######## spi_master_flat ########
spi_master_flat, routed metal, one color a layer:
(10 px per um) Only two layers are drawn.
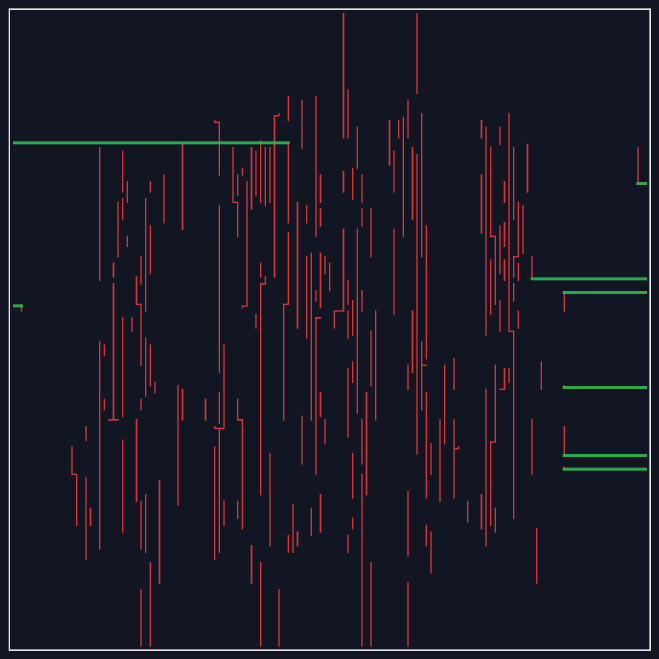

===== config.mk =====
export PLATFORM = sky130hd
export DESIGN_NAME = spi_master_flat
export DESIGN_NICKNAME = d
export VERILOG_FILES = /design/src/rtl/spi_pkg.sv /design/src/rtl/spi_master_if.sv /design/src/rtl/spi_sclk_gen.sv /design/src/rtl/spi_master.sv /design/src/flat_wrapper.sv
export SDC_FILE = /design/constraint.sdc
export NUM_CORES = 1
export LEC_CHECK = 0
export CELL_PAD_IN_SITES_DETAIL_PLACEMENT = 0
export CELL_PAD_IN_SITES_GLOBAL_PLACEMENT = 1
export CORE_MARGIN = 5
export CORE_UTILIZATION = 40
export DETAILED_ROUTE_END_ITERATION = 8
export PLACE_DENSITY_LB_ADDON = 0.1
export SLEW_MARGIN = 20
export SYNTH_ARGS = -nofsm -noshare
export SYNTH_HDL_FRONTEND = slang
export SYNTH_HIERARCHICAL = 1
export SYNTH_SLANG_ARGS = --single-unit

===== constraint.sdc =====
create_clock -name clk -period 2 [get_ports clk]
set_clock_uncertainty 0.05 [all_clocks]
set_input_delay 0.4 -clock clk [delete_from_list [all_inputs] [get_ports clk]]
set_output_delay 0.4 -clock clk [all_outputs]
set_load 0.005 [all_outputs]

===== src/rtl/spi_pkg.sv =====
// Shared SPI definitions used by both the initiator and the responder side.
package spi_pkg;

    typedef enum logic [1:0] {
        IDLE,
        SETUP,
        SHIFT,
        HOLD
    } spi_state_t;

    localparam int   SPI_DATA_W = 4;
    localparam logic SPI_CPOL   = 1'b0;

    // Counter width for a modulus of n, never narrower than one bit.
    function automatic int cnt_width(input int n);
        return (n > 1) ? $clog2(n) : 1;
    endfunction

endpackage


===== src/rtl/spi_master_if.sv =====
// Parallel-side handshake plus the serial pins of the SPI initiator.
interface spi_master_if import spi_pkg::*; #(
    parameter int DATA_W = SPI_DATA_W
);
    logic              start;
    logic [DATA_W-1:0] tx_data;
    logic              ready;
    logic              done;
    logic [DATA_W-1:0] rx_data;
    logic              sclk;
    logic              mosi;
    logic              ss_n;
    logic              miso;

    modport master (
        input  start, tx_data, miso,
        output ready, done, rx_data, sclk, mosi, ss_n
    );

    modport slave (
        output start, tx_data, miso,
        input  ready, done, rx_data, sclk, mosi, ss_n
    );
endinterface


===== src/rtl/spi_sclk_gen.sv =====
// Half-period tick generator: tick fires every CLK_DIV enabled cycles.
module spi_sclk_gen import spi_pkg::*; #(
    parameter int CLK_DIV = 4
) (
    input  logic clk,
    input  logic rst,
    input  logic en,
    output logic tick
);
    localparam int            CW   = cnt_width(CLK_DIV);
    localparam logic [CW-1:0] LAST = CW'(CLK_DIV - 1);

    logic [CW-1:0] cnt_reg;

    always_ff @(posedge clk or posedge rst) begin
        if (rst) begin
            cnt_reg <= '0;
        end else if (!en || cnt_reg == LAST) begin
            cnt_reg <= '0;
        end else begin
            cnt_reg <= cnt_reg + 1'b1;
        end
    end

    assign tick = en && (cnt_reg == LAST);
endmodule


===== src/rtl/spi_master.sv =====
// SPI mode-0 initiator: serialises a word MSB-first and captures miso into rx_data.
module spi_master import spi_pkg::*; #(
    parameter int DATA_W  = SPI_DATA_W,
    parameter int CLK_DIV = 4
) (
    input logic          clk,
    input logic          rst,
    spi_master_if.master bus
);
    localparam int            BW       = $clog2(DATA_W + 1);
    localparam logic [BW-1:0] LAST_BIT = BW'(DATA_W);

    spi_state_t        state_reg;
    logic [DATA_W-1:0] tx_reg;
    logic [DATA_W-1:0] rx_reg;
    logic [DATA_W-1:0] tx_next;
    logic [DATA_W-1:0] rx_next;
    logic [BW-1:0]     bit_cnt_reg;
    logic              ready_reg;
    logic              done_reg;
    logic [DATA_W-1:0] rx_data_reg;
    logic              sclk_reg;
    logic              mosi_reg;
    logic              ss_n_reg;
    logic              sclk_en;
    logic              tick;

    // Half-period timing runs only while the slave is selected, so the first
    // tick lands CLK_DIV cycles after ss_n falls.
    assign sclk_en = !ss_n_reg;

    spi_sclk_gen #(.CLK_DIV(CLK_DIV)) u_sclk_gen (
        .clk  (clk),
        .rst  (rst),
        .en   (sclk_en),
        .tick (tick)
    );

    assign tx_next[0] = 1'b0;
    assign rx_next[0] = bus.miso;
    for (genvar gi = 1; gi < DATA_W; gi++) begin : g_shift
        assign tx_next[gi] = tx_reg[gi-1];
        assign rx_next[gi] = rx_reg[gi-1];
    end

    always_ff @(posedge clk or posedge rst) begin
        if (rst) begin
            state_reg   <= IDLE;
            tx_reg      <= '0;
            rx_reg      <= '0;
            bit_cnt_reg <= '0;
            ready_reg   <= 1'b1;
            done_reg    <= 1'b0;
            rx_data_reg <= '0;
            sclk_reg    <= SPI_CPOL;
            mosi_reg    <= 1'b0;
            ss_n_reg    <= 1'b1;
        end else begin
            done_reg <= 1'b0;
            case (state_reg)
                IDLE: begin
                    if (bus.start) begin
                        tx_reg      <= bus.tx_data;
                        rx_reg      <= '0;
                        bit_cnt_reg <= '0;
                        state_reg   <= SETUP;
                    end
                end
                SETUP: begin
                    ready_reg <= 1'b0;
                    ss_n_reg  <= 1'b0;
                    mosi_reg  <= tx_reg[DATA_W-1];
                    if (tick) begin
                        sclk_reg    <= 1'b1;
                        rx_reg      <= rx_next;
                        bit_cnt_reg <= bit_cnt_reg + 1'b1;
                        state_reg   <= SHIFT;
                    end
                end
                SHIFT: begin
                    if (tick) begin
                        if (!sclk_reg) begin
                            sclk_reg    <= 1'b1;
                            rx_reg      <= rx_next;
                            bit_cnt_reg <= bit_cnt_reg + 1'b1;
                        end else begin
                            sclk_reg <= 1'b0;
                            // The final fall leaves mosi on the last bit through HOLD.
                            if (bit_cnt_reg == LAST_BIT) begin
                                state_reg <= HOLD;
                            end else begin
                                tx_reg   <= tx_next;
                                mosi_reg <= tx_next[DATA_W-1];
                            end
                        end
                    end
                end
                HOLD: begin
                    if (tick) begin
                        state_reg   <= IDLE;
                        ss_n_reg    <= 1'b1;
                        ready_reg   <= 1'b1;
                        done_reg    <= 1'b1;
                        rx_data_reg <= rx_reg;
                        mosi_reg    <= 1'b0;
                    end
                end
                default: state_reg <= IDLE;
            endcase
        end
    end

    assign bus.ready   = ready_reg;
    assign bus.done    = done_reg;
    assign bus.rx_data = rx_data_reg;
    assign bus.sclk    = sclk_reg;
    assign bus.mosi    = mosi_reg;
    assign bus.ss_n    = ss_n_reg;
endmodule


===== src/flat_wrapper.sv =====
// flat-port wrapper written by rule: the top's interface ports become plain ports
module spi_master_flat import spi_pkg::*;
#(
    parameter int DATA_W  = SPI_DATA_W,
    parameter int CLK_DIV = 4
)
  (clk, rst, bus_start, bus_tx_data, bus_miso, bus_ready, bus_done, bus_rx_data, bus_sclk, bus_mosi, bus_ss_n);
  spi_master_if #(.DATA_W(DATA_W)) bus_i ();
  input logic clk;
  input logic rst;
  input wire logic [$bits(bus_i.start)-1:0] bus_start;
  input wire logic [$bits(bus_i.tx_data)-1:0] bus_tx_data;
  input wire logic [$bits(bus_i.miso)-1:0] bus_miso;
  output wire logic [$bits(bus_i.ready)-1:0] bus_ready;
  output wire logic [$bits(bus_i.done)-1:0] bus_done;
  output wire logic [$bits(bus_i.rx_data)-1:0] bus_rx_data;
  output wire logic [$bits(bus_i.sclk)-1:0] bus_sclk;
  output wire logic [$bits(bus_i.mosi)-1:0] bus_mosi;
  output wire logic [$bits(bus_i.ss_n)-1:0] bus_ss_n;
  assign bus_i.start = bus_start;
  assign bus_i.tx_data = bus_tx_data;
  assign bus_i.miso = bus_miso;
  assign bus_ready = bus_i.ready;
  assign bus_done = bus_i.done;
  assign bus_rx_data = bus_i.rx_data;
  assign bus_sclk = bus_i.sclk;
  assign bus_mosi = bus_i.mosi;
  assign bus_ss_n = bus_i.ss_n;
  spi_master #(.DATA_W(DATA_W), .CLK_DIV(CLK_DIV)) u_core (.clk(clk), .rst(rst), .bus(bus_i));
endmodule

######## output_layer_collector ########
`config.mk`:
```
export PLATFORM = sky130hd
export DESIGN_NAME = output_layer_collector
export DESIGN_NICKNAME = d
export VERILOG_FILES = /design/src/rtl/output_layer_collector.sv
export SDC_FILE = /design/constraint.sdc
export NUM_CORES = 1
export LEC_CHECK = 0
export CAP_MARGIN = 20
export CELL_PAD_IN_SITES_DETAIL_PLACEMENT = 2
export CELL_PAD_IN_SITES_GLOBAL_PLACEMENT = 2
export CORE_MARGIN = 5
export CORE_UTILIZATION = 33
export DETAILED_ROUTE_END_ITERATION = 8
export PLACE_DENSITY = 0.88
export SYNTH_ARGS = -nofsm -noshare
export SYNTH_HDL_FRONTEND = slang
export SYNTH_SLANG_ARGS = --single-unit
```
`constraint.sdc`:
```
create_clock -name clk -period 3.75 [get_ports clk]
set_input_delay 0.75 -clock clk [delete_from_list [all_inputs] [get_ports clk]]
set_output_delay 0.75 -clock clk [all_outputs]
set_load 0.02 [all_outputs]
```
`src/rtl/output_layer_collector.sv`:
```
// output_layer_collector
// Serial-to-parallel front end for the argmax stage. Collects N_OUT signed
// neuron values one per handshake into a vector, presents it to select_max
// with out_enable, captures the winning digit on sel_done and re-arms after a
// one-cycle gap so select_max can re-initialise.
//
// Optional feature: define OUTPUT_LAYER_COLLECTOR_TIMEOUT_EN to add a PRESENT
// watchdog. Without it, PRESENT waits for sel_done indefinitely and
// err_timeout is tied low.
//
// Handshake: a value transfers on a rising clk edge where in_valid and
// in_ready are both high. in_ready is a register that depends on FSM state
// only, never combinationally on in_valid. in_valid/in_data/in_last are
// expected to be held by the source until the transfer happens.

module output_layer_collector #(
    parameter int N_OUT   = 10,
    parameter int DATA_W  = 16,
    parameter int TIMEOUT = 1024
) (
    input  logic                     clk,
    input  logic                     reset,
    input  logic                     in_valid,
    input  logic signed [DATA_W-1:0] in_data,
    input  logic                     in_last,
    output logic                     in_ready,
    output logic signed [DATA_W-1:0] out_data [0:N_OUT-1],
    output logic                     out_enable,
    input  logic                     sel_done,
    input  logic [7:0]               sel_digit,
    output logic                     result_valid,
    output logic [7:0]               result_digit,
    output logic                     busy,
    output logic                     err_len,
    output logic                     err_timeout,
    output logic [1:0]               dbg_state
);

    typedef enum logic [1:0] {
        COLLECT = 2'd0,
        PRESENT = 2'd1,
        GAP     = 2'd2
    } state_t;

    // Index of the final vector entry; wr_idx is 8 bits since N_OUT <= 255.
    localparam logic [7:0] LAST_IDX = 8'(N_OUT - 1);

    state_t     state;
    logic [7:0] wr_idx;

    logic accept;
    logic full_beat;
    logic early_last;

`ifdef OUTPUT_LAYER_COLLECTOR_TIMEOUT_EN
    localparam int CNT_W = $clog2(TIMEOUT + 1);
    localparam logic [CNT_W-1:0] TMO_LIMIT = CNT_W'(TIMEOUT);
    logic [CNT_W-1:0] tmo_cnt;
`endif

    // Debug view of the FSM for checkers and waveforms.
    assign dbg_state = state;

    // Beat classification for the current cycle's handshake.
    always_comb begin
        accept     = 1'b0;
        full_beat  = 1'b0;
        early_last = 1'b0;
        if (state == COLLECT && in_valid && in_ready) begin
            accept = 1'b1;
            if (wr_idx == LAST_IDX) begin
                // in_last on the final entry carries no extra meaning.
                full_beat = 1'b1;
            end else if (in_last) begin
                early_last = 1'b1;
            end
        end
    end

    // Vector storage: write the accepted entry, zero-fill the tail on a
    // short frame, otherwise hold (stable throughout PRESENT and GAP).
    always_ff @(posedge clk or negedge reset) begin
        if (!reset) begin
            for (int i = 0; i < N_OUT; i++) begin
                out_data[i] <= '0;
            end
        end else if (accept) begin
            for (int i = 0; i < N_OUT; i++) begin
                if (8'(i) == wr_idx) begin
                    out_data[i] <= in_data;
                end else if (early_last && (8'(i) > wr_idx)) begin
                    out_data[i] <= '0;
                end
            end
        end
    end

    // Control FSM with registered handshake, enable, result and error outputs.
    always_ff @(posedge clk or negedge reset) begin
        if (!reset) begin
            state        <= COLLECT;
            wr_idx       <= '0;
            in_ready     <= 1'b0;
            out_enable   <= 1'b0;
            result_valid <= 1'b0;
            result_digit <= '0;
            busy         <= 1'b0;
            err_len      <= 1'b0;
`ifdef OUTPUT_LAYER_COLLECTOR_TIMEOUT_EN
            err_timeout  <= 1'b0;
            tmo_cnt      <= '0;
`endif
        end else begin
            // result_valid is a single-cycle pulse unless re-asserted below.
            result_valid <= 1'b0;
            case (state)
                COLLECT: begin
                    in_ready   <= 1'b1;
                    out_enable <= 1'b0;
`ifdef OUTPUT_LAYER_COLLECTOR_TIMEOUT_EN
                    tmo_cnt    <= '0;
`endif
                    if (accept) begin
                        wr_idx <= wr_idx + 8'd1;
                        busy   <= 1'b1;
                        if (full_beat || early_last) begin
                            state      <= PRESENT;
                            in_ready   <= 1'b0;
                            out_enable <= 1'b1;
                        end
                        if (early_last) begin
                            err_len <= 1'b1;
                        end
                    end
                end

                PRESENT: begin
                    in_ready   <= 1'b0;
                    out_enable <= 1'b1;
                    busy       <= 1'b1;
                    // sel_done takes priority over a timeout in the same cycle.
                    if (sel_done) begin
                        result_digit <= sel_digit;
                        result_valid <= 1'b1;
                        out_enable   <= 1'b0;
                        state        <= GAP;
                    end
`ifdef OUTPUT_LAYER_COLLECTOR_TIMEOUT_EN
                    else if (tmo_cnt == TMO_LIMIT) begin
                        result_digit <= 8'hFF;
                        result_valid <= 1'b1;
                        err_timeout  <= 1'b1;
                        out_enable   <= 1'b0;
                        state        <= GAP;
                    end else begin
                        tmo_cnt <= tmo_cnt + 1'b1;
                    end
`endif
                end

                GAP: begin
                    // One cycle with out_enable low so select_max re-arms.
                    in_ready   <= 1'b1;
                    out_enable <= 1'b0;
                    busy       <= 1'b0;
                    wr_idx     <= '0;
                    state      <= COLLECT;
                end

                default: begin
                    in_ready   <= 1'b0;
                    out_enable <= 1'b0;
                    busy       <= 1'b0;
                    wr_idx     <= '0;
                    state      <= COLLECT;
                end
            endcase
        end
    end

`ifndef OUTPUT_LAYER_COLLECTOR_TIMEOUT_EN
    // Without the watchdog there is nothing that can time out.
    assign err_timeout = 1'b0;
`endif

endmodule

```
######## rom_fetch_ctrl ########
`src/rtl/nibbler_pkg.sv`:
```
// nibbler_pkg: shared fetch defaults, two-byte opcode mask and fetch-state encoding
package nibbler_pkg;
  localparam int ADDR_W_DEF = 12;
  localparam int DATA_W_DEF = 8;
  localparam logic [11:0] RESET_PC_DEF = 12'h000;
  localparam logic [15:0] LONG_MASK = 16'h030B;
  typedef enum logic [1:0] {FETCH1, FETCH2, PRESENT} fetch_state_e;
endpackage

```
`src/rtl/pc_reg.sv`:
```
// pc_reg: fetch address register (load > increment > hold); ports clk, reset, inc_i, load_i, load_addr_i, pc_o
module pc_reg
  import nibbler_pkg::*;
#(
  parameter int ADDR_W = ADDR_W_DEF,
  parameter logic [ADDR_W-1:0] RESET_PC = ADDR_W'(RESET_PC_DEF)
) (
  input  logic              clk,
  input  logic              reset,
  input  logic              inc_i,
  input  logic              load_i,
  input  logic [ADDR_W-1:0] load_addr_i,
  output logic [ADDR_W-1:0] pc_o
);
  logic [ADDR_W-1:0] pc_q, pc_d;
  always_comb pc_d = load_i ? load_addr_i : inc_i ? pc_q + ADDR_W'(1) : pc_q;
  always_ff @(posedge clk or posedge reset)
    if (reset) pc_q <= RESET_PC;
    else pc_q <= pc_d;
  assign pc_o = pc_q;
endmodule

```
`src/rtl/rom_fetch_ctrl.sv`:
```
// rom_fetch_ctrl: fetches 1/2-byte instructions from program ROM and presents them to the decoder; ports clk, reset, rom_addr/rom_data, stall, instr/operand/instr_valid/instr_ack, jmp_req/jmp_addr, pc
module rom_fetch_ctrl
  import nibbler_pkg::*;
#(
  parameter int ADDR_W = ADDR_W_DEF,
  parameter int DATA_W = DATA_W_DEF,
  parameter logic [ADDR_W-1:0] RESET_PC = ADDR_W'(RESET_PC_DEF)
) (
  input  logic              clk,
  input  logic              reset,
  output logic [ADDR_W-1:0] rom_addr,
  input  logic [DATA_W-1:0] rom_data,
  input  logic              stall,
  output logic [DATA_W-1:0] instr,
  output logic [DATA_W-1:0] operand,
  output logic              instr_valid,
  input  logic              instr_ack,
  input  logic              jmp_req,
  input  logic [ADDR_W-1:0] jmp_addr,
  output logic [ADDR_W-1:0] pc
);
  fetch_state_e state_q, state_d;
  logic [DATA_W-1:0] instr_q, instr_d, operand_q, operand_d;
  logic inc, load;
  always_comb begin
    state_d = state_q;
    instr_d = instr_q;
    operand_d = operand_q;
    inc = 1'b0;
    load = 1'b0;
    if (!stall) begin
      case (state_q)
        FETCH1: begin
          instr_d = rom_data;
          inc = 1'b1;
          state_d = LONG_MASK[rom_data[7:4]] ? FETCH2 : PRESENT;
          operand_d = LONG_MASK[rom_data[7:4]] ? operand_q : '0;
        end
        FETCH2: begin
          operand_d = rom_data;
          inc = 1'b1;
          state_d = PRESENT;
        end
        PRESENT: begin
          state_d = instr_ack ? FETCH1 : PRESENT;
          load = instr_ack && jmp_req;
        end
        default: state_d = FETCH1;
      endcase
    end
  end
  always_ff @(posedge clk or posedge reset)
    if (reset) begin
      state_q <= FETCH1;
      instr_q <= '0;
      operand_q <= '0;
    end else begin
      state_q <= state_d;
      instr_q <= instr_d;
      operand_q <= operand_d;
    end
  pc_reg #(.ADDR_W(ADDR_W), .RESET_PC(RESET_PC)) u_pc (
    .clk(clk),
    .reset(reset),
    .inc_i(inc),
    .load_i(load),
    .load_addr_i(jmp_addr),
    .pc_o(pc)
  );
  assign rom_addr = pc;
  assign instr = instr_q;
  assign operand = operand_q;
  assign instr_valid = state_q == PRESENT;
endmodule

```
`config.mk`:
```
export PLATFORM = sky130hd
export DESIGN_NAME = rom_fetch_ctrl
export DESIGN_NICKNAME = d
export VERILOG_FILES = /design/src/rtl/nibbler_pkg.sv /design/src/rtl/pc_reg.sv /design/src/rtl/rom_fetch_ctrl.sv
export SDC_FILE = /design/constraint.sdc
export NUM_CORES = 1
export LEC_CHECK = 0
export ABC_AREA = 1
export ABC_CLOCK_PERIOD_IN_PS = 3330
export CORE_ASPECT_RATIO = 0.75
export CORE_MARGIN = 3
export CORE_UTILIZATION = 47
export DETAILED_ROUTE_END_ITERATION = 16
export PLACE_DENSITY = 0.85
export SLEW_MARGIN = 25
export SYNTH_ARGS = -nofsm -noshare
export SYNTH_HDL_FRONTEND = slang
export SYNTH_SLANG_ARGS = --single-unit
```
`constraint.sdc`:
```
create_clock -name clk -period 3.33 [get_ports clk]
set_clock_uncertainty 0.2 [all_clocks]
set_input_delay 0.333 -clock clk [delete_from_list [all_inputs] [get_ports clk]]
set_output_delay 0.333 -clock clk [all_outputs]
set_load 0.02 [all_outputs]
```
output_layer_collector, routing congestion:
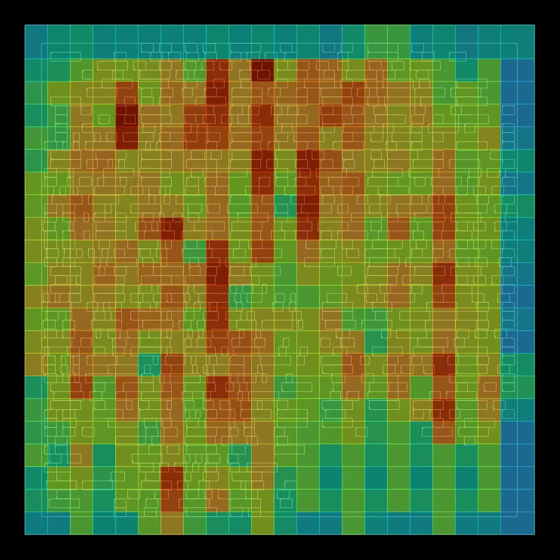
final core utilization: 47.0%
met3 GRT Util: 5.56%
Routed wire per std cell: 26.4 um

==> flow_summary.ini, output_layer_collector <==
; generated from flow reports
[run_status]
status = completed

[logic_synthesis]
ys_sh_xor_pct = 0.881
top_area_share_pct = 65.8
syn_area_per_cell_um2 = 13.4
yosys.area.top_type = dfrtp_1

[drt]
detail_route.first_pass.iterations = 4
wirelength_met1_um = 10700
dr_wl_met3_um = 1550

[final_layout]
bufAreaShareNonClock_pct = 21.5
comb_cells = 265
drive_gt1_share_pct = 9.97

[critical_path]
rrSetupSlack_ns = 1.11
critPathRequiredTime_ns = 4.06

[global_route]
busiest_layer = met2

[sta]
fin_ws_ns = 1.11
clock-skew-final_ns = 0.0159

[clock_tree]
cts_tree = built

[placed_design]
dp_hpwl_um = 18400
dpl.cell_count = 955

[floorplan]
core_area_um2 = 20900
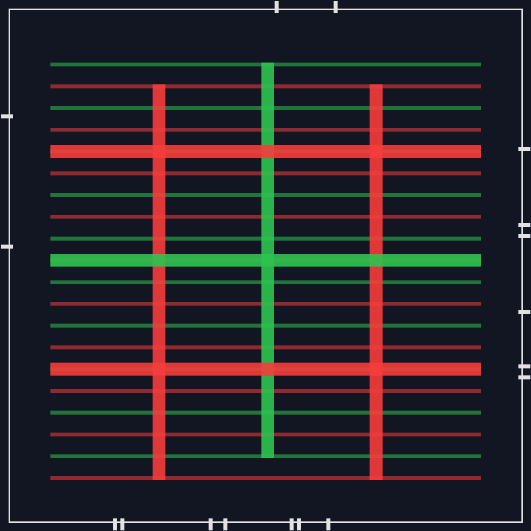
spi_master_flat: power grid
(8 px per um) Pins as bars on the die edge.
- green: VDD
- red: VSS
- met5 straps: 3
- rows: 19
- met4 straps: 3
- signal pins: 17
- met1 rails: 20

spi_master_flat, routed clock nets over the placement:
(10 px per um)
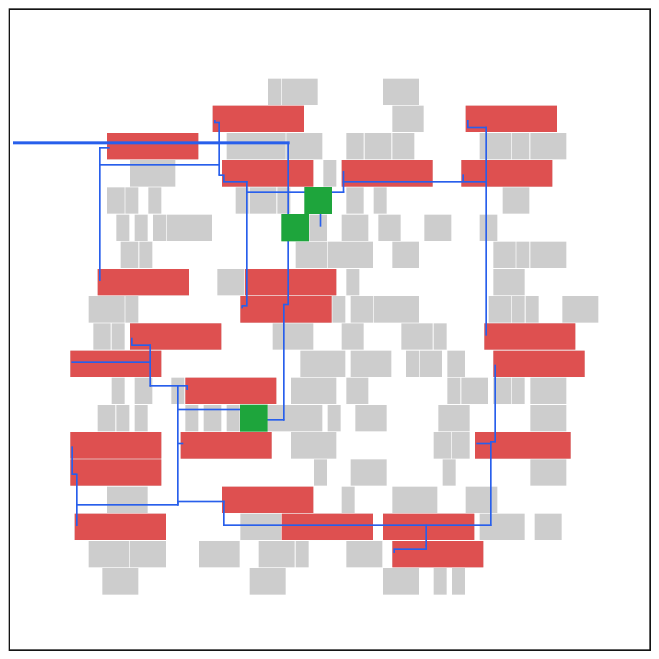
- green: cells driving clock nets (count 3)
- blue: clock wires (length 276 um)
- red: flip-flops (count 23)
- routed clock nets: 4
Clk Latency, worst-skew pair: 0.31 ns
Clk. pwr: 0.217 mW

Notes on 'routed metal, one color a layer' of spi_master_flat above:
- red: met2 (wire length 1100 um)
- green: met3 (wire length 72.5 um)
routed via count: 842
Routed wire per std cell: 12.9 um
gr usage total: 11.6%
final WL: 2140 um

==> flow_summary.ini, spi_master_flat <==
; generated from flow reports
[floorplan]
core_area_um2 = 2780
rows = 19
nWellTaps = 31

[critical_path]
r2r-start = u_core/state_reg[0]
path_buffers = 1
r2r_end = u_core/state_reg[1]
critPathLaunch = u_core/state_reg[0]

[global_route]
grt.met2_usage_pct = 19.3

[placed_design]
dpl.cell_count = 161

[power_and_ir_drop]
seqPwrFrac_pct = 35.6
power.total_mw = 2.33
comb-power_mw = 1.28
power_leader = combinational logic
power_frac_comb_pct = 55.1

[flow_run]
maxCapViolations = 0

[final_layout]
clk_share_pct = 1.95
inverters = 12
nets = 151
drive_gt1_share_pct = 16.3

[sta]
period_needed_ns = 1.91
fin_crit_sh_pct = 95.5
maxClockFrequency_mhz = 523

[logic_synthesis]
syn_area_per_cell_um2 = 10.2
aoi_share_pct = 15.1
yosys.area.top_type = dfrtp_1
ys_sh_mux_pct = 5.70

[drt]
dr_wl_met3_um = 72

[run_status]
status = completed
rom_fetch_ctrl, cell area per tile:
(4 px per um) The die is cut into 8 by 6 equal tiles; white is low, dark blue is high, 0 to 100% covered.
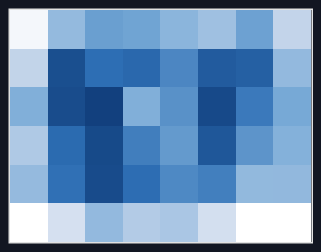
- nearly empty tiles: 6.2%
- emptiest ninth of the die: south-east
- mean over tiles: 53%
- tiles over 75% full: 27%
- fullest tile: 94%

==> flow_summary.ini, rom_fetch_ctrl <==
; generated from flow reports
[run_status]
status = completed

[power_and_ir_drop]
power.total_mw = 1.85

[drt]
top_layer = met4
detail_route.first_pass.iterations = 4
dr_wl_met3_um = 272
first_iter_violations = 110
num_vias = 1558
via_per_inst = 5.03

[logic_synthesis]
ys_top_logic_family = simple AND/OR/NAND/NOR gates
most_common_cell = nand2_1
ys_sh_mux_pct = 3.99
synth_warnings = 0
synth-edff-count = 0

[sta]
finalSetupViolCount = 0
worst_pin_slew_ns = 0.565

[placed_design]
gp_congestion = 0.846
dp_hpwl_um = 2860

[clock_tree]
worstSkewPairLatency_ns = 0.28
htreeDepth = 2
clock_path_buffers = 2
numCtsBuffers = 5

[final_layout]
comb_cells = 149
layout.cells.non_filler = 310
diodes = 0

[critical_path]
r2r_end = u_pc.pc_o[8]

Power figures rest on the tool's default switching activity, not on a simulated workload.
